# ---- fwd_hazard_unit ----
<file path="src/rtl/fwd_hazard_unit_pkg.sv">
// Shared encodings for the forwarding/hazard unit: operand select codes,
// scoreboard state codes and the default register index width.
package fwd_hazard_unit_pkg;

    localparam int REG_AW_DEF         = 5;

    localparam int FWD_SEL_RF         = 0;
    localparam int FWD_SEL_STAGE_BASE = 1;

    localparam logic [0:0] SB_IDLE = 1'b0;
    localparam logic [0:0] SB_BUSY = 1'b1;

    // The multicycle result sits just past the last pipeline-stage code.
    function automatic int fwd_sel_mc(input int num_stages);
        return num_stages + FWD_SEL_STAGE_BASE;
    endfunction

endpackage

</file>
<file path="src/rtl/fwd_src_match.sv">
// One source operand: youngest-first stage match, operand select and the
// hazard bit this source contributes to the pipeline stall.
module fwd_src_match
    import fwd_hazard_unit_pkg::*;
#(
    parameter int REG_AW     = REG_AW_DEF,
    parameter int NUM_STAGES = 2,
    parameter int SEL_W      = $clog2(NUM_STAGES + 2)
) (
    input  logic                         fwd_en_i,
    input  logic [REG_AW-1:0]            src_i,
    input  logic                         src_valid_i,
    input  logic [NUM_STAGES*REG_AW-1:0] stage_dest_flat_i,
    input  logic [NUM_STAGES-1:0]        stage_wb_en_i,
    input  logic                         ex_mem_read_i,
    input  logic [REG_AW-1:0]            ex_dest_i,
    input  logic                         sb_busy_i,
    input  logic [REG_AW-1:0]            sb_pending_i,
    input  logic                         mc_byp_i,
    output logic [SEL_W-1:0]             sel_o,
    output logic                         hazard_o
);

    logic                  src_live_s;
    logic [NUM_STAGES-1:0] stage_hit_s;
    logic                  any_hit_s;
    logic [SEL_W-1:0]      hit_sel_s;
    logic                  load_use_s;
    logic                  pend_match_s;
    logic                  mc_fwd_s;

    assign src_live_s = src_valid_i && (src_i != {REG_AW{1'b0}});

    // Per-stage comparison of this source against each write-back destination
    always_comb begin
        stage_hit_s = {NUM_STAGES{1'b0}};
        for (int k = 0; k < NUM_STAGES; k++) begin
            stage_hit_s[k] = src_live_s && stage_wb_en_i[k] &&
                             (stage_dest_flat_i[k*REG_AW +: REG_AW] == src_i);
        end
    end

    // Oldest-to-youngest scan so the lowest (youngest) matching stage wins
    always_comb begin
        any_hit_s = 1'b0;
        hit_sel_s = SEL_W'(FWD_SEL_RF);
        for (int k = NUM_STAGES - 1; k >= 0; k--) begin
            any_hit_s = stage_hit_s[k] ? 1'b1 : any_hit_s;
            hit_sel_s = stage_hit_s[k] ? SEL_W'(k + FWD_SEL_STAGE_BASE) : hit_sel_s;
        end
    end

    assign load_use_s   = ex_mem_read_i && (ex_dest_i != {REG_AW{1'b0}}) &&
                          src_live_s && (src_i == ex_dest_i);
    assign pend_match_s = sb_busy_i && (sb_pending_i != {REG_AW{1'b0}}) &&
                          src_live_s && (src_i == sb_pending_i);
    assign mc_fwd_s     = mc_byp_i && pend_match_s;

    // Operand select: pipeline stages outrank the multicycle result
    always_comb begin
        if (fwd_en_i && any_hit_s) begin
            sel_o = hit_sel_s;
        end else if (mc_fwd_s) begin
            sel_o = SEL_W'(fwd_sel_mc(NUM_STAGES));
        end else begin
            sel_o = SEL_W'(FWD_SEL_RF);
        end
    end

    assign hazard_o = load_use_s || (!fwd_en_i && any_hit_s) || (pend_match_s && !mc_fwd_s);

endmodule

</file>
<file path="src/rtl/fwd_hazard_unit.sv">
// Forwarding select, load-use/interlock stall and fixed-latency MUL/DIV scoreboard.
// Optional macro FWD_MC_BYPASS_EN forwards the multicycle result on its done cycle.
module fwd_hazard_unit
    import fwd_hazard_unit_pkg::*;
#(
    parameter int NUM_SRC    = 3,
    parameter int REG_AW     = REG_AW_DEF,
    parameter int NUM_STAGES = 2,
    parameter int MC_LAT     = 4,
    parameter int SEL_W      = $clog2(NUM_STAGES + 2)
) (
    input  logic                         clk,
    input  logic                         rst,
    input  logic                         fwd_en,
    input  logic [NUM_SRC*REG_AW-1:0]    src_flat,
    input  logic [NUM_SRC-1:0]           src_valid,
    input  logic [NUM_STAGES*REG_AW-1:0] stage_dest_flat,
    input  logic [NUM_STAGES-1:0]        stage_wb_en,
    input  logic                         ex_mem_read,
    input  logic [REG_AW-1:0]            ex_dest,
    input  logic                         mc_issue,
    input  logic [REG_AW-1:0]            mc_dest,
    output logic [NUM_SRC*SEL_W-1:0]     fwd_sel_flat,
    output logic                         stall,
    output logic                         mc_busy,
    output logic                         mc_done,
    output logic [REG_AW-1:0]            mc_done_dest
);

    localparam int CNT_W = $clog2(MC_LAT);

    logic [0:0]        state_q, state_d;
    logic [CNT_W-1:0]  cnt_q, cnt_d;
    logic [REG_AW-1:0] pend_q, pend_d;

    logic               busy_s;
    logic               done_s;
    logic               struct_haz_s;
    logic               mc_byp_s;
    logic [NUM_SRC-1:0] src_haz_s;

    assign busy_s       = (state_q == SB_BUSY);
    assign done_s       = busy_s && (cnt_q == {CNT_W{1'b0}});
    assign struct_haz_s = busy_s && (cnt_q != {CNT_W{1'b0}}) && mc_issue;

`ifdef FWD_MC_BYPASS_EN
    assign mc_byp_s = done_s && fwd_en;
`else
    assign mc_byp_s = 1'b0;
`endif

    // Scoreboard next state; an issue on the done cycle reloads back-to-back
    always_comb begin
        state_d = state_q;
        cnt_d   = cnt_q;
        pend_d  = pend_q;
        case (state_q)
            SB_IDLE: begin
                if (mc_issue) begin
                    state_d = SB_BUSY;
                    cnt_d   = CNT_W'(MC_LAT - 1);
                    pend_d  = mc_dest;
                end else begin
                    state_d = SB_IDLE;
                end
            end
            SB_BUSY: begin
                if (cnt_q != {CNT_W{1'b0}}) begin
                    cnt_d = cnt_q - CNT_W'(1);
                end else if (mc_issue) begin
                    cnt_d  = CNT_W'(MC_LAT - 1);
                    pend_d = mc_dest;
                end else begin
                    state_d = SB_IDLE;
                end
            end
            default: begin
                state_d = SB_IDLE;
                cnt_d   = {CNT_W{1'b0}};
                pend_d  = {REG_AW{1'b0}};
            end
        endcase
    end

    // Scoreboard state registers; reset drops any op in flight
    always_ff @(posedge clk) begin
        if (rst) begin
            state_q <= SB_IDLE;
            cnt_q   <= {CNT_W{1'b0}};
            pend_q  <= {REG_AW{1'b0}};
        end else begin
            state_q <= state_d;
            cnt_q   <= cnt_d;
            pend_q  <= pend_d;
        end
    end

    for (genvar gi = 0; gi < NUM_SRC; gi++) begin : g_src
        fwd_src_match #(
            .REG_AW     (REG_AW),
            .NUM_STAGES (NUM_STAGES),
            .SEL_W      (SEL_W)
        ) u_match (
            .fwd_en_i          (fwd_en),
            .src_i             (src_flat[gi*REG_AW +: REG_AW]),
            .src_valid_i       (src_valid[gi]),
            .stage_dest_flat_i (stage_dest_flat),
            .stage_wb_en_i     (stage_wb_en),
            .ex_mem_read_i     (ex_mem_read),
            .ex_dest_i         (ex_dest),
            .sb_busy_i         (busy_s),
            .sb_pending_i      (pend_q),
            .mc_byp_i          (mc_byp_s),
            .sel_o             (fwd_sel_flat[gi*SEL_W +: SEL_W]),
            .hazard_o          (src_haz_s[gi])
        );
    end

    assign stall        = (|src_haz_s) || struct_haz_s;
    assign mc_busy      = busy_s;
    assign mc_done      = done_s;
    assign mc_done_dest = done_s ? pend_q : {REG_AW{1'b0}};

endmodule

</file>
<file path="config.mk">
export PLATFORM = sky130hd
export DESIGN_NAME = fwd_hazard_unit
export DESIGN_NICKNAME = d
export VERILOG_FILES = /design/src/rtl/fwd_hazard_unit_pkg.sv /design/src/rtl/fwd_src_match.sv /design/src/rtl/fwd_hazard_unit.sv
export SDC_FILE = /design/constraint.sdc
export NUM_CORES = 1
export LEC_CHECK = 0
export ABC_AREA = 1
export CAP_MARGIN = 30
export CORE_UTILIZATION = 40
export DETAILED_ROUTE_END_ITERATION = 16
export PLACE_DENSITY = 0.74
export SYNTH_ARGS = -nofsm -noshare
export SYNTH_HDL_FRONTEND = slang
export SYNTH_SLANG_ARGS = --single-unit
</file>
<file path="constraint.sdc">
create_clock -name clk -period 1.5 [get_ports clk]
set_input_delay 0.15 -clock clk [delete_from_list [all_inputs] [get_ports clk]]
set_output_delay 0.15 -clock clk [all_outputs]
set_load 0.02 [all_outputs]
</file>
Fig. 1: fwd_hazard_unit, floorplan with the power grid
Pins as bars on the die edge. Tap cells in grey.
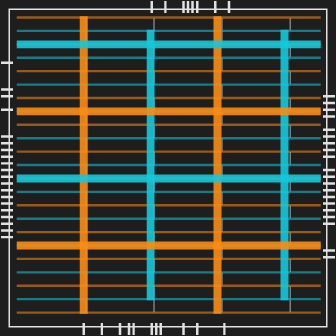
Key: orange = VSS; cyan = VDD
4 straps on met5. 48 tap cells. The core has 22 rows.

==> out/results.tsv <==
metric	value	unit
pre_cts_slack	-0.813	ns
skew	0.00233	ns
post-route-min-period	1.65	ns
n_all_buffers	94	
grt_pass1_wl	8330	um
largest_area_cell	nand2_1	
cts_buffers	3	
worstSetupStartpoint	pend_q[3]	
start_kind	register	
drv_slew	0	
synth_area_per_cell	5.24	um^2
dpl_cell_area	2340	um^2
reg2reg_to	pend_q[4]	
yosys_area	1540	um^2
maxCapViolations	0	
die_w	64.1	um
holdPathEnd	pend_q[3]	
tool_warnings	28	
synth.area.top_cells	nand2_1, nor2_1, dfxtp_1	
netlist_area	1540	um^2
outcome	complete, but fails checks	
ys_sh_adder	0	%
initCoreUtil	41.8	%
slowest_delay	0.36	ns
setup_viol	1	
relSlewSlack	81.2	%
ys_types	25	
flop_cell	dfxtp_1	
worst_slack	-0.153	ns
mux_share	0	%
seq_area_share	7.08	%
final_cell_area	2380	um^2
wl_met1	2180	um
syn_inst	294	
peakVddDrop	0.518	mV
crit_chain	nor2_4 > nand3_2 > nand2_2 > nor2_2 > nand3_1 > nand2_1 > inv_1 > nand2_1 > nor2_2 > nand2_1 > buf_6	
clkTransAtPathRegs	0.04	ns
violations	negative setup slack	
-- repair_timing --
action | in CTS | in global routing
setup buffers | 3 | 2
resized | 118 | 55
pin swaps | 12 | 16
setup endpoints to repair | 13 | 13
-- registers in the layout, summed over array words and instances, names as in the netlist --
register  count
cnt_q         2
pend_q        5
mc_busy       1
-- power breakdown --
part | switching [W] | total, W | internal [W] | leakage, nW
combinational | 0.000328 | 0.000618 | 0.000290 | 1.18
sequential | 0.0000253 | 0.000259 | 0.000234 | 0.0684
clock | 0.0000808 | 0.000254 | 0.000174 | 0.0216
total | 0.000434 | 0.00113 | 0.000697 | 1.27

# ---- ram_dump_streamer_flat ----
$ cat src/rtl/riscv32s_pkg.sv
// Constants and types shared by the riscv32s FPGA top, its data RAM and the
// end-of-program RAM dump streamer.
package riscv32s_pkg;

  localparam int         DUMP_RAMDEPTH = 1024;
  localparam logic [7:0] DUMP_HDR_BYTE = 8'hA5;
  localparam logic [7:0] DUMP_TRL_BYTE = 8'h5A;

  typedef enum logic [2:0] {
    DUMP_IDLE,
    DUMP_HDR,
    DUMP_RD,
    DUMP_WAIT,
    DUMP_SEND,
    DUMP_TRL,
    DUMP_DONE
  } dump_state_e;

endpackage

$ cat src/rtl/ram_dump_streamer_if.sv
// Byte stream with valid/ready handshake from the dump streamer to the UART
// transmitter.
interface ram_dump_streamer_if;

  logic [7:0] data;
  logic       valid;
  logic       ready;

  modport master (output data, output valid, input ready);
  modport slave  (input data, input valid, output ready);

endinterface

$ cat src/rtl/ram_dump_streamer_byte_serializer.sv
// Splits one 32-bit RAM word into four bytes, least significant first.
// next_byte is the byte that will sit at the head after the coming edge.
module byte_serializer (
  input  logic        clock,
  input  logic        nreset,
  input  logic        load,
  input  logic [31:0] word,
  input  logic        advance,
  output logic [7:0]  next_byte,
  output logic        last
);

  logic [31:0] shreg;
  logic [1:0]  cnt;

  // NOTE: sequential state uses non-blocking assignments so every flop samples
  // pre-edge values regardless of process ordering.
  always_ff @(posedge clock or negedge nreset) begin
    if (!nreset) begin
      shreg <= '0;
      cnt   <= '0;
    end else if (load) begin
      shreg <= word;
      cnt   <= '0;
    end else if (advance) begin
      shreg <= {8'h00, shreg[31:8]};
      cnt   <= cnt + 2'd1;
    end
  end

  assign last = (cnt == 2'd3);

  // NOTE: the default first assignment keeps this combinational block from
  // inferring a latch on paths that do not load or advance.
  always_comb begin
    next_byte = shreg[7:0];
    if (load) begin
      next_byte = word[7:0];
    end else if (advance) begin
      next_byte = shreg[15:8];
    end
  end

endmodule

$ cat src/rtl/ram_dump_streamer.sv
// Halts the core once the program counter passes the program end, then streams
// the whole data RAM as A5 <words LSB-first> 5A over a valid/ready byte link.
module ram_dump_streamer
  import riscv32s_pkg::*;
#(
  parameter int         RAMDEPTH = DUMP_RAMDEPTH,
  parameter int         AW       = (RAMDEPTH > 1) ? $clog2(RAMDEPTH) : 1,
  parameter logic [7:0] HDR_BYTE = DUMP_HDR_BYTE,
  parameter logic [7:0] TRL_BYTE = DUMP_TRL_BYTE
) (
  input  logic                clock,
  input  logic                nreset,
  input  logic [31:0]         pc,
  input  logic [31:0]         proglen,
  output logic                core_halt,
  output logic                ram_ren,
  output logic [AW-1:0]       ram_addr,
  input  logic [31:0]         ram_rdata,
  ram_dump_streamer_if.master tx,
  output logic                busy,
  output logic                done
);

  localparam logic [AW-1:0] LAST_IDX = AW'(RAMDEPTH - 1);

  dump_state_e   state;
  dump_state_e   state_nxt;
  logic [AW-1:0] index;
  logic          tx_valid_q;
  logic [7:0]    tx_data_q;
  logic          tx_valid_nxt;
  logic [7:0]    tx_data_nxt;
  logic          handshake;
  logic          ser_load;
  logic          ser_advance;
  logic [7:0]    ser_next_byte;
  logic          ser_last;
  logic          unused_pc_lsb;

  // Instruction index is the word-aligned pc; the byte offset bits carry nothing.
  assign unused_pc_lsb = ^pc[1:0];

  always_ff @(posedge clock or negedge nreset) begin
    if (!nreset) begin
      core_halt <= 1'b0;
    end else if ({2'b00, pc[31:2]} >= proglen) begin
      core_halt <= 1'b1;
    end
  end

  assign handshake = tx_valid_q && tx.ready;

  always_ff @(posedge clock or negedge nreset) begin
    if (!nreset) begin
      state <= DUMP_IDLE;
    end else begin
      state <= state_nxt;
    end
  end

  always_comb begin
    state_nxt = state;
    case (state)
      DUMP_IDLE: if (core_halt) state_nxt = DUMP_HDR;
      DUMP_HDR:  if (handshake) state_nxt = DUMP_RD;
      DUMP_RD:   state_nxt = DUMP_WAIT;
      DUMP_WAIT: state_nxt = DUMP_SEND;
      DUMP_SEND: begin
        if (handshake && ser_last) begin
          state_nxt = (index == LAST_IDX) ? DUMP_TRL : DUMP_RD;
        end
      end
      DUMP_TRL:  if (handshake) state_nxt = DUMP_DONE;
      DUMP_DONE: state_nxt = DUMP_DONE;
      default:   state_nxt = DUMP_IDLE;
    endcase
  end

  always_comb begin
    ram_ren     = (state == DUMP_RD);
    busy        = (state != DUMP_IDLE) && (state != DUMP_DONE);
    done        = (state == DUMP_DONE);
    ser_load    = (state == DUMP_WAIT);
    ser_advance = (state == DUMP_SEND) && handshake;
  end

  byte_serializer u_serializer (
    .clock     (clock),
    .nreset    (nreset),
    .load      (ser_load),
    .word      (ram_rdata),
    .advance   (ser_advance),
    .next_byte (ser_next_byte),
    .last      (ser_last)
  );

  // The stream registers are loaded from the next state, so a stalled byte
  // recomputes to the same value and valid never drops before its handshake.
  always_comb begin
    tx_valid_nxt = 1'b0;
    tx_data_nxt  = tx_data_q;
    case (state_nxt)
      DUMP_HDR: begin
        tx_valid_nxt = 1'b1;
        tx_data_nxt  = HDR_BYTE;
      end
      DUMP_SEND: begin
        tx_valid_nxt = 1'b1;
        tx_data_nxt  = ser_next_byte;
      end
      DUMP_TRL: begin
        tx_valid_nxt = 1'b1;
        tx_data_nxt  = TRL_BYTE;
      end
      default: begin
        tx_valid_nxt = 1'b0;
        tx_data_nxt  = tx_data_q;
      end
    endcase
  end

  always_ff @(posedge clock or negedge nreset) begin
    if (!nreset) begin
      tx_valid_q <= 1'b0;
      tx_data_q  <= '0;
      index      <= '0;
    end else begin
      tx_valid_q <= tx_valid_nxt;
      tx_data_q  <= tx_data_nxt;
      if (ser_advance && ser_last && (index != LAST_IDX)) begin
        index <= index + AW'(1);
      end
    end
  end

  assign tx.valid = tx_valid_q;
  assign tx.data  = tx_data_q;
  assign ram_addr = index;

endmodule

$ cat src/flat_wrapper.sv
// flat-port wrapper written by rule: the top's interface ports become plain ports
module ram_dump_streamer_flat import riscv32s_pkg::*;
#(
  parameter int         RAMDEPTH = DUMP_RAMDEPTH,
  parameter int         AW       = (RAMDEPTH > 1) ? $clog2(RAMDEPTH) : 1,
  parameter logic [7:0] HDR_BYTE = DUMP_HDR_BYTE,
  parameter logic [7:0] TRL_BYTE = DUMP_TRL_BYTE
)
  (clock, nreset, pc, proglen, core_halt, ram_ren, ram_addr, ram_rdata, busy, done, tx_data, tx_valid, tx_ready);
  ram_dump_streamer_if tx_i ();
  input  logic clock;
  input  logic nreset;
  input  logic [31:0] pc;
  input  logic [31:0] proglen;
  output logic core_halt;
  output logic ram_ren;
  output logic [AW-1:0] ram_addr;
  input  logic [31:0] ram_rdata;
  output logic busy;
  output logic done;
  output wire logic [$bits(tx_i.data)-1:0] tx_data;
  output wire logic [$bits(tx_i.valid)-1:0] tx_valid;
  input wire logic [$bits(tx_i.ready)-1:0] tx_ready;
  assign tx_data = tx_i.data;
  assign tx_valid = tx_i.valid;
  assign tx_i.ready = tx_ready;
  ram_dump_streamer #(.RAMDEPTH(RAMDEPTH), .AW(AW), .HDR_BYTE(HDR_BYTE), .TRL_BYTE(TRL_BYTE)) u_core (.clock(clock), .nreset(nreset), .pc(pc), .proglen(proglen), .core_halt(core_halt), .ram_ren(ram_ren), .ram_addr(ram_addr), .ram_rdata(ram_rdata), .tx(tx_i), .busy(busy), .done(done));
endmodule
$ cat config.mk
export PLATFORM = sky130hd
export DESIGN_NAME = ram_dump_streamer_flat
export DESIGN_NICKNAME = d
export VERILOG_FILES = /design/src/rtl/riscv32s_pkg.sv /design/src/rtl/ram_dump_streamer_if.sv /design/src/rtl/ram_dump_streamer_byte_serializer.sv /design/src/rtl/ram_dump_streamer.sv /design/src/flat_wrapper.sv
export SDC_FILE = /design/constraint.sdc
export NUM_CORES = 1
export LEC_CHECK = 0
export CAP_MARGIN = 10
export CELL_PAD_IN_SITES_DETAIL_PLACEMENT = 1
export CELL_PAD_IN_SITES_GLOBAL_PLACEMENT = 1
export CORE_MARGIN = 1.5
export CORE_UTILIZATION = 30
export DETAILED_ROUTE_END_ITERATION = 8
export PLACE_DENSITY_LB_ADDON = 0.1
export RECOVER_POWER = 100
export SLEW_MARGIN = 25
export SYNTH_ARGS = -nofsm -noshare
export SYNTH_HDL_FRONTEND = slang
export SYNTH_SLANG_ARGS = --single-unit
$ cat constraint.sdc
create_clock -name clock -period 1.77 [get_ports clock]
set_input_delay 0.354 -clock clock [delete_from_list [all_inputs] [get_ports clock]]
set_output_delay 0.354 -clock clock [all_outputs]
set_load 0.1 [all_outputs]
Fig. 2: ram_dump_streamer_flat, floorplan with the power grid
Pins as bars on the die edge. Tap cells in grey.
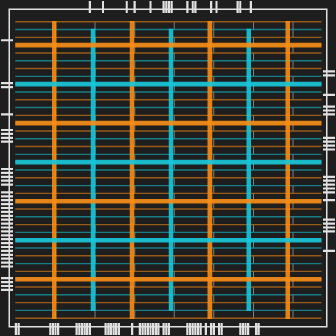
Key: cyan = VDD; orange = VSS
7 straps on met5. 7 straps on met4. 122 signal pins sit on the boundary. 39 met1 rails follow the rows.

Fig. 3: ram_dump_streamer_flat, placed cells, one colour a class
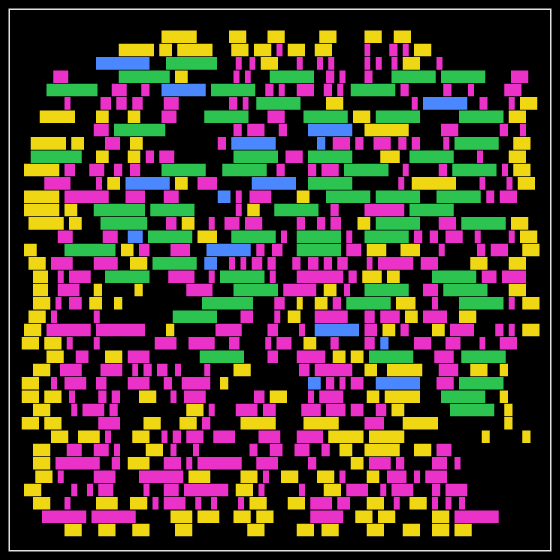
Key: yellow = other buffers and delay cells [cells 167]; magenta = all other logic [cells 288]; green = flip-flops [cells 57]; blue = clock drivers and dummy loads [cells 16]

==> out/results.tsv <==
metric	value	unit
outcome	complete, but fails checks	
violations	negative setup slack	
seq_area_share	24.6	%
setup_viol	6	
chipArea	12100	um^2
synth-edff-count	0	
endpoint_kind	output pin	
grt_pass1_vias	3513	
async_flop_share	100	%
flops	57	
min_period_over_period	105	%
num-nonclk-inverters	34	
largest_area_cell	dfrtp_1	
synthTopCellsByCount	dfrtp_1, nand2_1, inv_1, o21ai_0, ha_1	
worst_slack	-0.0958	ns
slowest_delay	0.39	ns
final_cell_area	5930	um^2
synthAoiAreaFrac	14.6	%
synthTopLogicFamily	simple AND/OR/NAND/NOR gates	
totalPowerFinal	0.00807	W
rsz0062_at_grt	true	
worst-path-stages	5	
tritoncts	yes	
relSlewSlack	4.22	%
cp.arrival	1.51	ns
die_w	110	um
largest_reg_flops	32	
post_cts_resize_count	33	
seq_area	1460	um^2
synthesis.nets	490	
buffer_area_share	29.4	%
drt-initial-drc-count	130	
ys_sh_adder	11.6	%
[power by group through the flow]
stage	registers, W	clock network (W)	logic, W
3_5_place_dp	0.00213	0	0.00390
6_report	0.00209	0.00172	0.00427
2_1_floorplan	0.00287	0	0.00164
3_3_place_gp	0.00210	0	0.00383
4_1_cts	0.00213	0.00173	0.00432
5_1_grt	0.00214	0.00183	0.00454
[metal layers]
metal	vias to the layer above	share of wire, %	wire length [um]	GRT usage (%)
met4	0	0.96	105	4.03
met3	11	5.0	542	6.17
met2	73	52	5640	32.8
met5	-	0	0	0
li1	1592	-	-	-
met1	1579	43	4660	21.6

# ---- stump_control ----
==> src/rtl/stump_pkg.sv <==
// stump_pkg: shared Stump encodings for the control unit, ALU and verification model
package stump_pkg;
  typedef enum logic [1:0] {
    ST_FETCH   = 2'b00,
    ST_EXECUTE = 2'b01,
    ST_MEMORY  = 2'b10
  } state_e;
  localparam logic [2:0] OP_ADD  = 3'd0;
  localparam logic [2:0] OP_ADC  = 3'd1;
  localparam logic [2:0] OP_SUB  = 3'd2;
  localparam logic [2:0] OP_SBC  = 3'd3;
  localparam logic [2:0] OP_AND  = 3'd4;
  localparam logic [2:0] OP_OR   = 3'd5;
  localparam logic [2:0] OP_LDST = 3'd6;
  localparam logic [2:0] OP_BCC  = 3'd7;
  localparam logic [2:0] FN_ADD  = 3'd0;
  localparam logic [2:0] FN_ADC  = 3'd1;
  localparam logic [2:0] FN_SUB  = 3'd2;
  localparam logic [2:0] FN_SBC  = 3'd3;
  localparam logic [2:0] FN_AND  = 3'd4;
  localparam logic [2:0] FN_OR   = 3'd5;
  localparam logic [3:0] CC_AL = 4'd0;
  localparam logic [3:0] CC_NV = 4'd1;
  localparam logic [3:0] CC_HI = 4'd2;
  localparam logic [3:0] CC_LS = 4'd3;
  localparam logic [3:0] CC_CC = 4'd4;
  localparam logic [3:0] CC_CS = 4'd5;
  localparam logic [3:0] CC_NE = 4'd6;
  localparam logic [3:0] CC_EQ = 4'd7;
  localparam logic [3:0] CC_VC = 4'd8;
  localparam logic [3:0] CC_VS = 4'd9;
  localparam logic [3:0] CC_PL = 4'd10;
  localparam logic [3:0] CC_MI = 4'd11;
  localparam logic [3:0] CC_GE = 4'd12;
  localparam logic [3:0] CC_LT = 4'd13;
  localparam logic [3:0] CC_GT = 4'd14;
  localparam logic [3:0] CC_LE = 4'd15;
  localparam int FLAG_N = 3;
  localparam int FLAG_Z = 2;
  localparam int FLAG_V = 1;
  localparam int FLAG_C = 0;
  function automatic logic [15:0] sext8(input logic [7:0] x);
    return {{8{x[7]}}, x};
  endfunction
  function automatic logic [15:0] sext5(input logic [4:0] x);
    return {{11{x[4]}}, x};
  endfunction
endpackage

==> src/rtl/stump_cond_eval.sv <==
// stump_cond_eval: branch condition evaluation against {N,Z,V,C}, C treated as borrow
module stump_cond_eval
  import stump_pkg::*;
(
  input  logic [3:0] cond,
  input  logic [3:0] cc,
  output logic       taken
);
  logic n, z, v, c;
  logic [15:0] tbl;
  assign n = cc[FLAG_N];
  assign z = cc[FLAG_Z];
  assign v = cc[FLAG_V];
  assign c = cc[FLAG_C];
  // Evaluate every condition in parallel and select the requested one
  always_comb begin
    tbl        = '0;
    tbl[CC_AL] = 1'b1;
    tbl[CC_NV] = 1'b0;
    tbl[CC_HI] = !c && !z;
    tbl[CC_LS] = c || z;
    tbl[CC_CC] = !c;
    tbl[CC_CS] = c;
    tbl[CC_NE] = !z;
    tbl[CC_EQ] = z;
    tbl[CC_VC] = !v;
    tbl[CC_VS] = v;
    tbl[CC_PL] = !n;
    tbl[CC_MI] = n;
    tbl[CC_GE] = n == v;
    tbl[CC_LT] = n != v;
    tbl[CC_GT] = !z && (n == v);
    tbl[CC_LE] = z || (n != v);
    taken      = tbl[cond];
  end
endmodule

==> src/rtl/stump_control.sv <==
// stump_control: Stump multi-cycle control unit (IR, condition codes, FETCH/EXECUTE/MEMORY sequencing)
module stump_control
  import stump_pkg::*;
(
  input  logic        clk,
  input  logic        rst_n,
  input  logic [15:0] mem_rdata,
  input  logic        mem_ack,
  input  logic [3:0]  flags_in,
  output logic [1:0]  state,
  output logic [15:0] ir,
  output logic [2:0]  func,
  output logic        c_out,
  output logic [2:0]  src_a,
  output logic [2:0]  src_b,
  output logic [2:0]  dest,
  output logic [1:0]  shift_op,
  output logic        opb_imm,
  output logic [15:0] imm16,
  output logic        addr_sel,
  output logic        mem_req,
  output logic        mem_wen,
  output logic        reg_wen,
  output logic        pc_inc,
  output logic [3:0]  cc
);
  state_e      state_q, state_d;
  logic [15:0] ir_q, ir_d;
  logic [3:0]  cc_q, cc_d;
  logic [2:0]  op;
  logic        is_alu, is_ldst, is_bcc, taken;
  assign op      = ir_q[15:13];
  assign is_ldst = op == OP_LDST;
  assign is_bcc  = op == OP_BCC;
  assign is_alu  = !is_ldst && !is_bcc;
  stump_cond_eval u_cond (
    .cond  (ir_q[11:8]),
    .cc    (cc_q),
    .taken (taken)
  );
  // State, instruction and condition-code registers; reset abandons any instruction in flight
  always_ff @(posedge clk or negedge rst_n) begin
    if (!rst_n) begin
      state_q <= ST_FETCH;
      ir_q    <= '0;
      cc_q    <= '0;
    end else begin
      state_q <= state_d;
      ir_q    <= ir_d;
      cc_q    <= cc_d;
    end
  end
  // Sequencing: latch the instruction on fetch ack, update flags on S-bit ALU ops
  always_comb begin
    state_d = state_q;
    ir_d    = ir_q;
    cc_d    = cc_q;
    case (state_q)
      ST_FETCH: begin
        if (mem_ack) begin
          ir_d    = mem_rdata;
          state_d = ST_EXECUTE;
        end
      end
      ST_EXECUTE: begin
        state_d = is_ldst ? ST_MEMORY : ST_FETCH;
        if (is_alu && ir_q[11]) cc_d = flags_in;
      end
      ST_MEMORY: state_d = mem_ack ? ST_FETCH : ST_MEMORY;
      default:   state_d = ST_FETCH;
    endcase
  end
  // Decode and strobes; branches reuse the adder as PC + sext(offset) into r7
  always_comb begin
    state    = state_q;
    ir       = ir_q;
    cc       = cc_q;
    c_out    = cc_q[FLAG_C];
    func     = is_alu ? op : FN_ADD;
    src_a    = is_bcc ? 3'd7 : ir_q[7:5];
    src_b    = ir_q[4:2];
    dest     = is_bcc ? 3'd7 : ir_q[10:8];
    opb_imm  = is_bcc || ir_q[12];
    shift_op = opb_imm ? 2'b00 : ir_q[1:0];
    imm16    = is_bcc ? sext8(ir_q[7:0]) : sext5(ir_q[4:0]);
    addr_sel = state_q == ST_MEMORY;
    mem_req  = state_q == ST_FETCH || state_q == ST_MEMORY;
    mem_wen  = addr_sel && ir_q[11];
    pc_inc   = rst_n && state_q == ST_FETCH && mem_ack;
    reg_wen  = (state_q == ST_EXECUTE && (is_alu || (is_bcc && taken)))
            || (state_q == ST_MEMORY && mem_ack && !ir_q[11]);
  end
endmodule
==> config.mk <==
export PLATFORM = sky130hd
export DESIGN_NAME = stump_control
export DESIGN_NICKNAME = d
export VERILOG_FILES = /design/src/rtl/stump_pkg.sv /design/src/rtl/stump_cond_eval.sv /design/src/rtl/stump_control.sv
export SDC_FILE = /design/constraint.sdc
export NUM_CORES = 1
export LEC_CHECK = 0
export CAP_MARGIN = 10
export CORE_ASPECT_RATIO = 1.1
export CORE_MARGIN = 5
export CORE_UTILIZATION = 26
export CTS_CLUSTER_DIAMETER = 30
export DETAILED_ROUTE_END_ITERATION = 10
export GPL_ROUTABILITY_DRIVEN = 0
export MAX_ROUTING_LAYER = met4
export PLACE_DENSITY = 0.74
export SETUP_SLACK_MARGIN = 0.5
export SKIP_CTS_REPAIR_TIMING = 1
export SYNTH_ARGS = -nofsm -noshare
export SYNTH_HDL_FRONTEND = slang
export SYNTH_SLANG_ARGS = --single-unit
==> constraint.sdc <==
create_clock -name clk -period 3.01 [get_ports clk]
set_clock_uncertainty 0.15 [all_clocks]
set_input_delay 0.301 -clock clk [delete_from_list [all_inputs] [get_ports clk]]
set_output_delay 0.301 -clock clk [all_outputs]
set_load 0.03 [all_outputs]
Fig. 4: stump_control, floorplan with the power grid
Pins as bars on the die edge. Tap cells in grey.
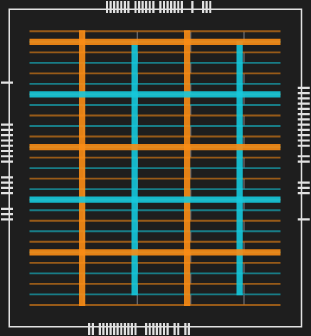
Key: cyan = VDD; orange = VSS
27 met1 rails follow the rows. 56 tap cells. The core has 26 rows.

==> out/results.tsv <==
metric	value	unit
crit_slowest_cell	clkdlybuf4s50_1	
syn_inst	116	
path_class	reg2out	
final_cell_area	2090	um^2
cts.sinks	22	
die_w	75.1	um
dr.pass1.iters	4	
cp.arrival	1.91	ns
largest_reg_flops	16	
crit_path_max_fanout	10	
reg2reg_depth	3	
routed_wl	3440	um
drive_gt1_share	15.7	%
path_delay_family	buffers and inverters	
yosys_warnings	0	
max_slew.worst_pin.slew	0.545	ns
worst_slack	0.649	ns
fp.dieH	81.7	um
outcome	finished, final reports clean	
grt_max_degree	23	
layout_top_cell	clkdlybuf4s50_1	
cp.required	2.56	ns
seq-power	0.000490	W
ant_nets	0	
wl_met2	1770	um
swShare	45.2	%
Fig. 5: stump_control, placed cells, one colour a class
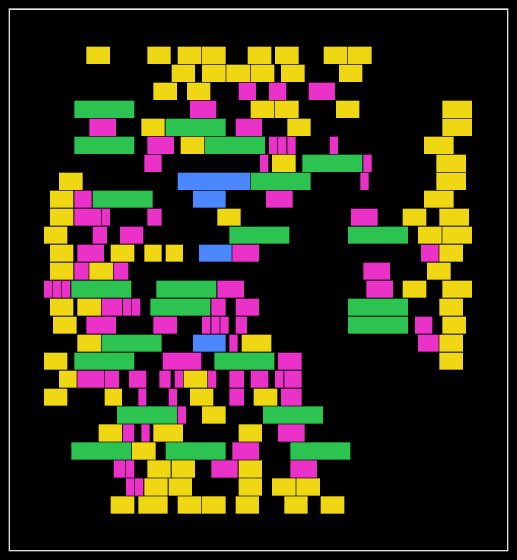
Key: green = flip-flops [cells 22]; blue = clock drivers and dummy loads [cells 4]; yellow = other buffers and delay cells [cells 84]; magenta = all other logic [cells 75]

-- layout make-up --
type,instances,area [um^2],area share [%]
well taps,56,70.1,3.35
flip-flops and latches,22,551,26.3
inverters,5,18.8,0.898
clock inverters,1,30.0,1.44
repair buffers,84,861,41.2
clock buffers,3,41.3,1.98
multi-input cells,70,518,24.8
-- path summary, 6_finish.rpt --
check,start,to
hold reg to reg,ir[12],ir[12]
setup reg to reg,state[0],ir[2]
setup / recovery,ir[13],opb_imm
max in group asynchronous,rst_n,ir[5]
min in group clk,ir[12],ir[12]
hold / removal,rst_n,ir[1]

# ---- glb_bank_arb ----
Fig. 6: glb_bank_arb, track usage over the die
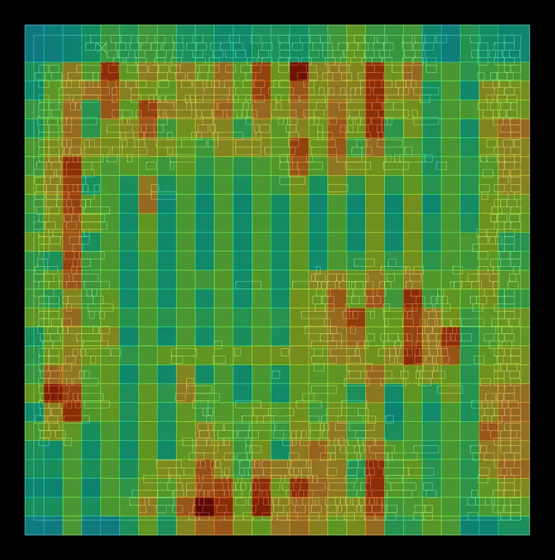
[src/rtl/glb_bank_arb.sv]
// Round-robin arbiter that shares one GLB bank port between NUM_REQ requesters, with burst locking.
// Define GLB_ARB_HOST_PRIO_EN to give requester 0 priority in every idle arbitration.
module glb_bank_arb #(
  parameter int NUM_REQ      = 3,
  parameter int ADDR_WIDTH   = 14,
  parameter int DATA_WIDTH   = 64,
  parameter int READ_LATENCY = 1,
  parameter int MAX_BURST    = 16,
  localparam int ID_W        = (NUM_REQ > 2) ? $clog2(NUM_REQ) : 1,
  localparam int CNT_W       = $clog2(MAX_BURST + 1)
) (
  input  logic                          clk,
  input  logic                          reset_n,
  input  logic [NUM_REQ-1:0]            req_valid,
  input  logic [NUM_REQ-1:0]            req_wr_en,
  input  logic [NUM_REQ-1:0]            req_last,
  input  logic [NUM_REQ*ADDR_WIDTH-1:0] req_addr,
  input  logic [NUM_REQ*DATA_WIDTH-1:0] req_wdata,
  output logic [NUM_REQ-1:0]            req_ready,
  output logic [NUM_REQ-1:0]            rsp_valid,
  output logic [DATA_WIDTH-1:0]         rsp_rdata,
  output logic                          bank_cen,
  output logic                          bank_wen,
  output logic [ADDR_WIDTH-1:0]         bank_addr,
  output logic [DATA_WIDTH-1:0]         bank_wdata,
  input  logic [DATA_WIDTH-1:0]         bank_rdata,
  output logic [ID_W-1:0]               grant_id,
  output logic                          dbg_state
);

  localparam logic [0:0] IDLE   = 1'b0;
  localparam logic [0:0] LOCKED = 1'b1;

  logic [0:0]            r_state;
  logic [ID_W-1:0]       r_rr_ptr;
  logic [ID_W-1:0]       r_owner;
  logic [ID_W-1:0]       r_grant_id;
  logic [CNT_W-1:0]      r_beat_cnt;
  logic [READ_LATENCY:0] r_tag_v;
  logic [ID_W-1:0]       r_tag_id [READ_LATENCY+1];

  logic [NUM_REQ-1:0]    w_rr_mask;
  logic                  w_host_win;
  logic                  w_win_found;
  logic [ID_W-1:0]       w_win_id;
  logic [ID_W-1:0]       w_idx;
  logic [ID_W-1:0]       w_id;
  logic [ID_W-1:0]       w_next_ptr;
  logic                  w_accept;
  logic                  w_wr;
  logic                  w_last;
  logic                  w_release;
  logic [CNT_W-1:0]      w_cnt_inc;
  logic [ADDR_WIDTH-1:0] w_addr;
  logic [DATA_WIDTH-1:0] w_wdata;

`ifdef GLB_ARB_HOST_PRIO_EN
  assign w_host_win = req_valid[0];
  assign w_rr_mask  = req_valid & ~NUM_REQ'(1);
`else
  assign w_host_win = 1'b0;
  assign w_rr_mask  = req_valid;
`endif

  // Idle winner: first valid requester scanning upward from r_rr_ptr with wrap.
  always_comb begin
    w_win_found = 1'b0;
    w_win_id    = '0;
    w_idx       = '0;
    if (w_host_win) begin
      w_win_found = 1'b1;
    end else begin
      for (int k = 0; k < NUM_REQ; k++) begin
        w_idx = ID_W'((int'(r_rr_ptr) + k) % NUM_REQ);
        if (!w_win_found && w_rr_mask[w_idx]) begin
          w_win_found = 1'b1;
          w_win_id    = w_idx;
        end
      end
    end
  end

  // Handshake: a beat transfers on a cycle where req_valid[i] and req_ready[i] are both high;
  // req_ready never depends on the owner's own req_valid while LOCKED.
  always_comb begin
    req_ready = '0;
    if (r_state == LOCKED) req_ready[r_owner] = 1'b1;
    else if (w_win_found)  req_ready[w_win_id] = 1'b1;
  end

  assign w_id       = (r_state == LOCKED) ? r_owner : w_win_id;
  assign w_accept   = |(req_valid & req_ready);
  assign w_wr       = req_wr_en[w_id];
  assign w_last     = req_last[w_id];
  assign w_cnt_inc  = r_beat_cnt + CNT_W'(1);
  assign w_next_ptr = (w_id == ID_W'(NUM_REQ - 1)) ? '0 : w_id + ID_W'(1);
  assign w_release  = w_last || (w_cnt_inc == CNT_W'(MAX_BURST));

  always_comb begin
    w_addr  = '0;
    w_wdata = '0;
    for (int i = 0; i < NUM_REQ; i++) begin
      if (w_id == ID_W'(i)) begin
        w_addr  = req_addr[i*ADDR_WIDTH +: ADDR_WIDTH];
        w_wdata = req_wdata[i*DATA_WIDTH +: DATA_WIDTH];
      end
    end
  end

  always_ff @(posedge clk or negedge reset_n) begin
    if (!reset_n) begin
      r_state    <= IDLE;
      r_rr_ptr   <= '0;
      r_owner    <= '0;
      r_beat_cnt <= '0;
      r_grant_id <= '0;
    end else if (w_accept) begin
      r_grant_id <= w_id;
      if (r_state == IDLE) begin
        if (!w_last && (MAX_BURST > 1)) begin
          r_state    <= LOCKED;
          r_owner    <= w_id;
          r_beat_cnt <= CNT_W'(1);
        end else begin
          r_rr_ptr <= w_next_ptr;
        end
      end else if (w_release) begin
        r_state    <= IDLE;
        r_rr_ptr   <= w_next_ptr;
        r_beat_cnt <= '0;
      end else begin
        r_beat_cnt <= w_cnt_inc;
      end
    end
  end

  // Bank command register plus a READ_LATENCY+1 deep tag pipe that lines up with bank_rdata.
  always_ff @(posedge clk or negedge reset_n) begin
    if (!reset_n) begin
      bank_cen   <= 1'b0;
      bank_wen   <= 1'b0;
      bank_addr  <= '0;
      bank_wdata <= '0;
      r_tag_v    <= '0;
      for (int k = 0; k <= READ_LATENCY; k++) r_tag_id[k] <= '0;
    end else begin
      bank_cen <= w_accept;
      if (w_accept) begin
        bank_wen   <= w_wr;
        bank_addr  <= w_addr;
        bank_wdata <= w_wdata;
      end
      r_tag_v     <= {r_tag_v[READ_LATENCY-1:0], w_accept & ~w_wr};
      r_tag_id[0] <= w_id;
      for (int k = 1; k <= READ_LATENCY; k++) r_tag_id[k] <= r_tag_id[k-1];
    end
  end

  always_comb begin
    rsp_valid = '0;
    if (r_tag_v[READ_LATENCY]) rsp_valid[r_tag_id[READ_LATENCY]] = 1'b1;
  end

  assign rsp_rdata = r_tag_v[READ_LATENCY] ? bank_rdata : '0;
  assign grant_id  = w_accept ? w_id : r_grant_id;
  assign dbg_state = r_state;

endmodule

[config.mk]
export PLATFORM = sky130hd
export DESIGN_NAME = glb_bank_arb
export DESIGN_NICKNAME = d
export VERILOG_FILES = /design/src/rtl/glb_bank_arb.sv
export SDC_FILE = /design/constraint.sdc
export NUM_CORES = 1
export LEC_CHECK = 0
export CAP_MARGIN = 20
export CORE_AREA = 3 3 181 183
export CTS_CLUSTER_SIZE = 30
export DETAILED_ROUTE_END_ITERATION = 6
export DIE_AREA = 0 0 184 186
export SLEW_MARGIN = 20
export SYNTH_ARGS = -nofsm -noshare
export SYNTH_HDL_FRONTEND = slang
export SYNTH_SLANG_ARGS = --single-unit
[constraint.sdc]
create_clock -name clk -period 4 [get_ports clk]
set_input_delay 0.8 -clock clk [delete_from_list [all_inputs] [get_ports clk]]
set_output_delay 0.8 -clock clk [all_outputs]
set_load 0.02 [all_outputs]
==> out/results.tsv <==
metric	value	unit
p_leak	4.35	nW
ys_cells	622	
pre_cts_slack	0.0424	ns
yosys_area	5860	um^2
endpoint_kind	output pin	
synth-seq-cells	98	
num_antenna_cells	0	
relSlewSlack	47.2	%
syn_inst	622	
dr.pass1.iters	7	
p_switching	0.00458	W
ios	462	
async_flop_share	100	%
seq-power	0.00188	W
holdPathEnd	r_tag_id[0]	
totalPowerFinal	0.00968	W
holdBufCountCts	0	
final_cell_area	11200	um^2
post-cts-setup-buffer-count	0	
vias_per_cell	4.73	
reg2reg_to	bank_wdata[0]	
dpl_cell_area	10900	um^2
route.detailed.drc	1	
violations	design-rule violations	
numPortBuffers	461	
p_comb_share	71.8	%
most_common_cell	dfrtp_1	
worstHoldPathCells	0	
synthTopCellsByCount	dfrtp_1, a21oi_1, and2_1, nor3_1, a222oi_1	
wl_met2	14300	um
path_delay_family	simple AND/OR/NAND/NOR gates	
outcome	complete, but fails checks	
worst-path-stages	10	
tool_warnings	29	
drive_gt1_share	7.32	%
r2r_start	r_rr_ptr[0]	
clkTransAtPathRegs	0.08	ns
skew	0.0161	ns
ant_nets	0	
synthAoiAreaFrac	25.8	%
grtUsageMet1	17.2	%
crit_end	grant_id[1]	
cts.sinks	98	
worstSkewPairLatency	0.35	ns
htreeDepth	3	
max_slew.worst_pin.slew	0.793	ns
ff2ff_setup_slack	0.62	ns
grt_use_total	14.8	%
cp.required	3.20	ns
synth.area.top_cells	dfrtp_1, a222oi_1, a21oi_1	
clk-power	0.000848	W
clock_path_buffers	2	
p_int	0.00511	W
worst_slack	0.145	ns
About Fig. 6:
post-layout util: 35.6%
routed wire length per instance: 18.9 um
GRT busiest layer: met2

-- registers in the layout, summed over array words and instances (netlist names) --
register and count:
r_tag_v 2, bank_addr 14, r_tag_id 4, r_rr_ptr 2
r_grant_id 2, bank_cen 1, bank_wdata 64, r_beat_cnt 5
dbg_state 1, bank_wen 1, r_owner 2
-- layout make-up --
type                    count  area (um^2)
fillers                  3181        20200
repair buffers            488         4840
multi-input cells         454         3080
flip-flops and latches     98         2450
well taps                 402          503
clock buffers              10          229
clock inverters             6         48.8
inverters                   9         36.3

# ---- uart_rx_monitor ----
Fig. 7: uart_rx_monitor, floorplan with the power grid
Pins as bars on the die edge. Tap cells in grey.
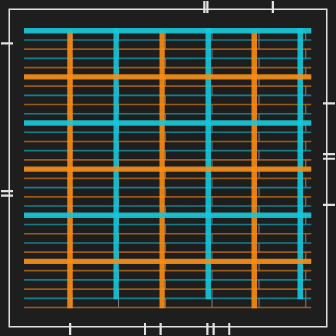
--- src/rtl/uart_rx_monitor.sv ---
// rtl/uart_rx_monitor.sv - oversampling 8N1 receiver with a small output FIFO for simulation harnesses
module uart_rx_monitor #(
    parameter int CLKS_PER_BIT = 16,
    parameter int FIFO_DEPTH   = 4
) (
    input  logic       clk,
    input  logic       rst,
    input  logic       rx,
    output logic       out_valid,
    input  logic       out_ready,
    output logic [7:0] out_data,
    output logic       frame_err,
    output logic       overrun,
    output logic       busy
);
    localparam int CW = $clog2(CLKS_PER_BIT);
    localparam int AW = $clog2(FIFO_DEPTH);
    localparam logic [CW-1:0] BIT_LAST  = CW'(CLKS_PER_BIT - 1);
    localparam logic [CW-1:0] HALF_LAST = CW'(CLKS_PER_BIT / 2 - 1);

    typedef enum logic [2:0] {
        S_IDLE,
        S_START,
        S_DATA,
        S_STOP,
        S_WAIT_IDLE
    } state_t;

    state_t        state_q, state_d;
    logic          rx_meta_q, rx_meta_d;
    logic          rxs_q, rxs_d;
    logic          rxs_prev_q, rxs_prev_d;
    logic [CW-1:0] cnt_q, cnt_d;
    logic [2:0]    idx_q, idx_d;
    logic [7:0]    shift_q, shift_d;
    logic          frame_err_q, frame_err_d;
    logic          overrun_q, overrun_d;
    logic          push;

    logic [7:0]    mem_q [FIFO_DEPTH];
    logic [7:0]    mem_d [FIFO_DEPTH];
    logic [AW:0]   wr_q, wr_d;
    logic [AW:0]   rd_q, rd_d;
    logic          fifo_empty, fifo_full, pop, push_ok;

    // Receiver FSM: start detection, mid-bit sampling, stop-bit check
    always_comb begin
        rx_meta_d   = rx;
        rxs_d       = rx_meta_q;
        rxs_prev_d  = rxs_q;
        state_d     = state_q;
        cnt_d       = cnt_q + 1'b1;
        idx_d       = idx_q;
        shift_d     = shift_q;
        push        = 1'b0;
        frame_err_d = 1'b0;
        case (state_q)
            S_IDLE: begin
                cnt_d = '0;
                if (!rxs_q && rxs_prev_q) begin
                    state_d = S_START;
                end
            end
            S_START: begin
                if (cnt_q == HALF_LAST) begin
                    cnt_d   = '0;
                    idx_d   = '0;
                    // A line that is high again at mid start bit was a glitch
                    state_d = rxs_q ? S_IDLE : S_DATA;
                end
            end
            S_DATA: begin
                if (cnt_q == BIT_LAST) begin
                    cnt_d          = '0;
                    shift_d[idx_q] = rxs_q;
                    idx_d          = idx_q + 3'd1;
                    if (idx_q == 3'd7) begin
                        state_d = S_STOP;
                    end
                end
            end
            S_STOP: begin
                if (cnt_q == BIT_LAST) begin
                    cnt_d = '0;
                    if (rxs_q) begin
                        push    = 1'b1;
                        state_d = S_IDLE;
                    end else begin
                        frame_err_d = 1'b1;
                        state_d     = S_WAIT_IDLE;
                    end
                end
            end
            S_WAIT_IDLE: begin
                // Hold here through a break so it reports only one framing error
                cnt_d = '0;
                if (rxs_q) begin
                    state_d = S_IDLE;
                end
            end
            default: begin
                cnt_d   = '0;
                state_d = S_IDLE;
            end
        endcase
    end

    // Output FIFO: a push into a full FIFO survives only if the head is popped in the same cycle
    always_comb begin
        fifo_empty = (wr_q == rd_q);
        fifo_full  = (wr_q[AW] != rd_q[AW]) && (wr_q[AW-1:0] == rd_q[AW-1:0]);
        pop        = !fifo_empty && out_ready;
        push_ok    = push && (!fifo_full || pop);
        overrun_d  = push && fifo_full && !pop;
        mem_d      = mem_q;
        wr_d       = wr_q;
        rd_d       = rd_q;
        if (push_ok) begin
            mem_d[wr_q[AW-1:0]] = shift_q;
            wr_d                = wr_q + 1'b1;
        end
        if (pop) begin
            rd_d = rd_q + 1'b1;
        end
    end

    // State registers; reset overrides any pending push or pop
    always_ff @(posedge clk) begin
        if (rst) begin
            rx_meta_q   <= 1'b1;
            rxs_q       <= 1'b1;
            rxs_prev_q  <= 1'b1;
            state_q     <= S_IDLE;
            cnt_q       <= '0;
            idx_q       <= '0;
            shift_q     <= '0;
            frame_err_q <= 1'b0;
            overrun_q   <= 1'b0;
            mem_q       <= '{default: '0};
            wr_q        <= '0;
            rd_q        <= '0;
        end else begin
            rx_meta_q   <= rx_meta_d;
            rxs_q       <= rxs_d;
            rxs_prev_q  <= rxs_prev_d;
            state_q     <= state_d;
            cnt_q       <= cnt_d;
            idx_q       <= idx_d;
            shift_q     <= shift_d;
            frame_err_q <= frame_err_d;
            overrun_q   <= overrun_d;
            mem_q       <= mem_d;
            wr_q        <= wr_d;
            rd_q        <= rd_d;
        end
    end

    assign out_valid = !fifo_empty;
    assign out_data  = mem_q[rd_q[AW-1:0]];
    assign frame_err = frame_err_q;
    assign overrun   = overrun_q;
    assign busy      = (state_q != S_IDLE);

endmodule

--- config.mk ---
export PLATFORM = sky130hd
export DESIGN_NAME = uart_rx_monitor
export DESIGN_NICKNAME = d
export VERILOG_FILES = /design/src/rtl/uart_rx_monitor.sv
export SDC_FILE = /design/constraint.sdc
export NUM_CORES = 1
export LEC_CHECK = 0
export CAP_MARGIN = 10
export CORE_MARGIN = 4
export CORE_UTILIZATION = 40
export CTS_CLUSTER_DIAMETER = 150
export DETAILED_ROUTE_END_ITERATION = 10
export PLACE_DENSITY_LB_ADDON = 0.3
export SETUP_SLACK_MARGIN = 0.4
export SLEW_MARGIN = 20
export SYNTH_ARGS = -nofsm -noshare
export SYNTH_HDL_FRONTEND = slang
export SYNTH_SLANG_ARGS = --single-unit
--- constraint.sdc ---
create_clock -name clk -period 3.1 [get_ports clk]
set_input_delay 0.62 -clock clk [delete_from_list [all_inputs] [get_ports clk]]
set_output_delay 0.62 -clock clk [all_outputs]
set_load 0.02 [all_outputs]
==> out/results.tsv <==
metric	value	unit
outcome	finished, final reports clean	
crit_slowest_cell	clkdlybuf4s50_1	
cp.required	2.48	ns
achievable-frequency	389	MHz
worstSetupStartpoint	wr_q[1]	
reg2reg_to	wr_q[2]	
worstHoldPathCells	1	
clock_area_share	6.71	%
grt_pass1_vias	1810	
synth-seq-cells	61	
flop_cell	dfxtp_1	
cp.arrival	1.95	ns
endpoint_kind	output pin	
setup_viol	0	
ant_nets	0	
pre_cts_slack	0.684	ns
## Picture notes: Fig. 7
Key: cyan = VDD; orange = VSS
6 straps on met4. 96 tap cells. 6 straps on met5. 31 met1 rails follow the rows.

[per-stage QoR]
step | util (%) | hold slack (ns) | power (W)
2_1_floorplan | - | 0.389 | 0.000835
3_3_place_gp | 44.9 | 0.400 | 0.000848
3_5_place_dp | 44.9 | 0.395 | 0.000848
4_1_cts | 48.1 | 0.412 | 0.00164
5_1_grt | 48.3 | 0.425 | 0.00168
6_report | 48.3 | 0.410 | 0.00162
[cell families after synthesis]
logic type	share of synthesized area, %
simple gates	21.5
compound gates	3.80
buf+inv	3.97
flops	42.1
fa+ha+maj	3.45
mux	21.9
xor+xnor	3.24


## Gallery

Track usage over the die.
panel A
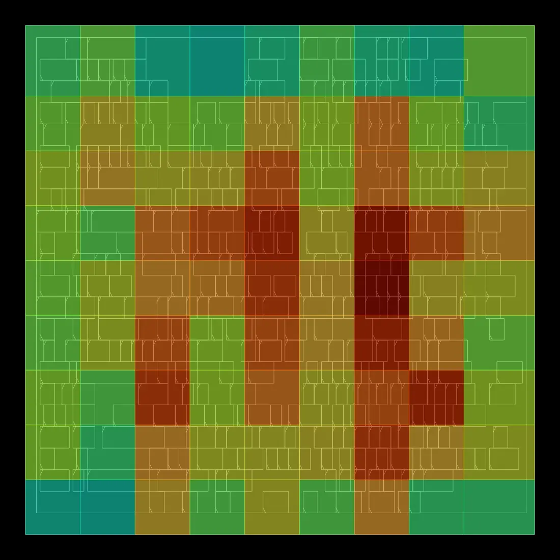
panel B
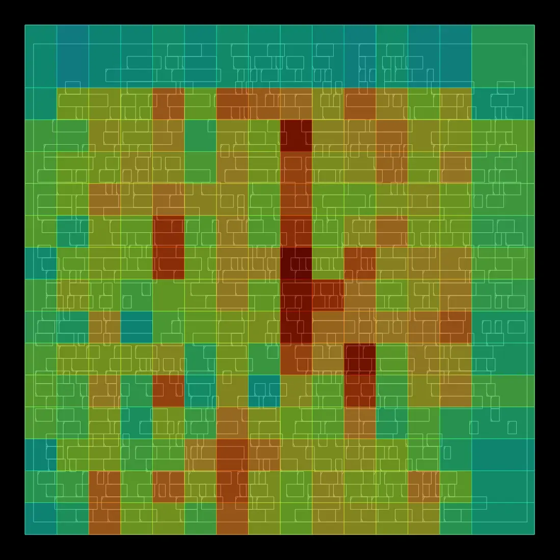
panel C
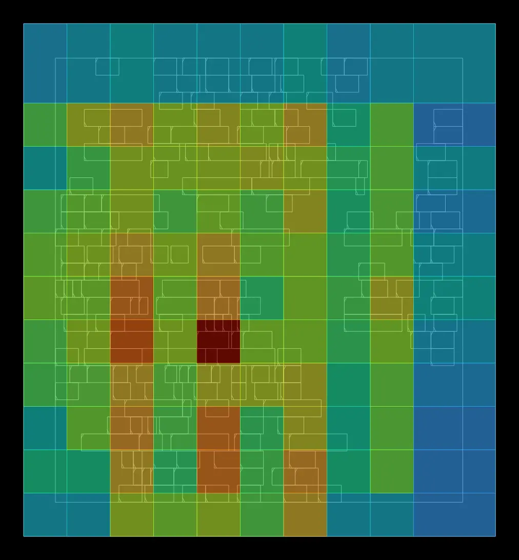
panel D
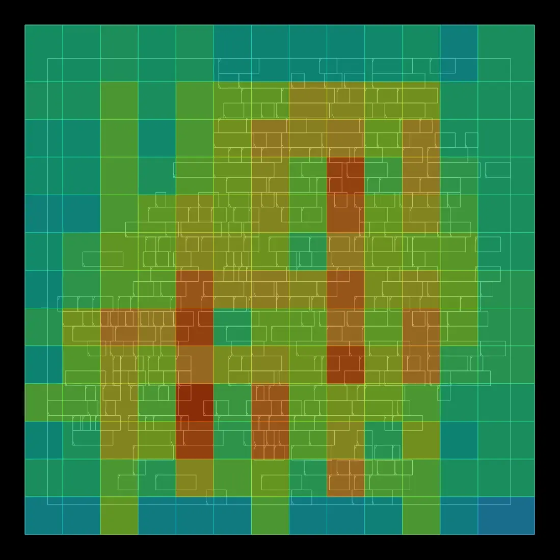
| picture | from |
|---|---|
| panel B | ram_dump_streamer_flat |
| panel C | stump_control |
| panel D | uart_rx_monitor |
| panel A | fwd_hazard_unit |
- highest utilization: panel A
- highest track usage: panel A

Power is estimated from default activity; no workload was simulated.
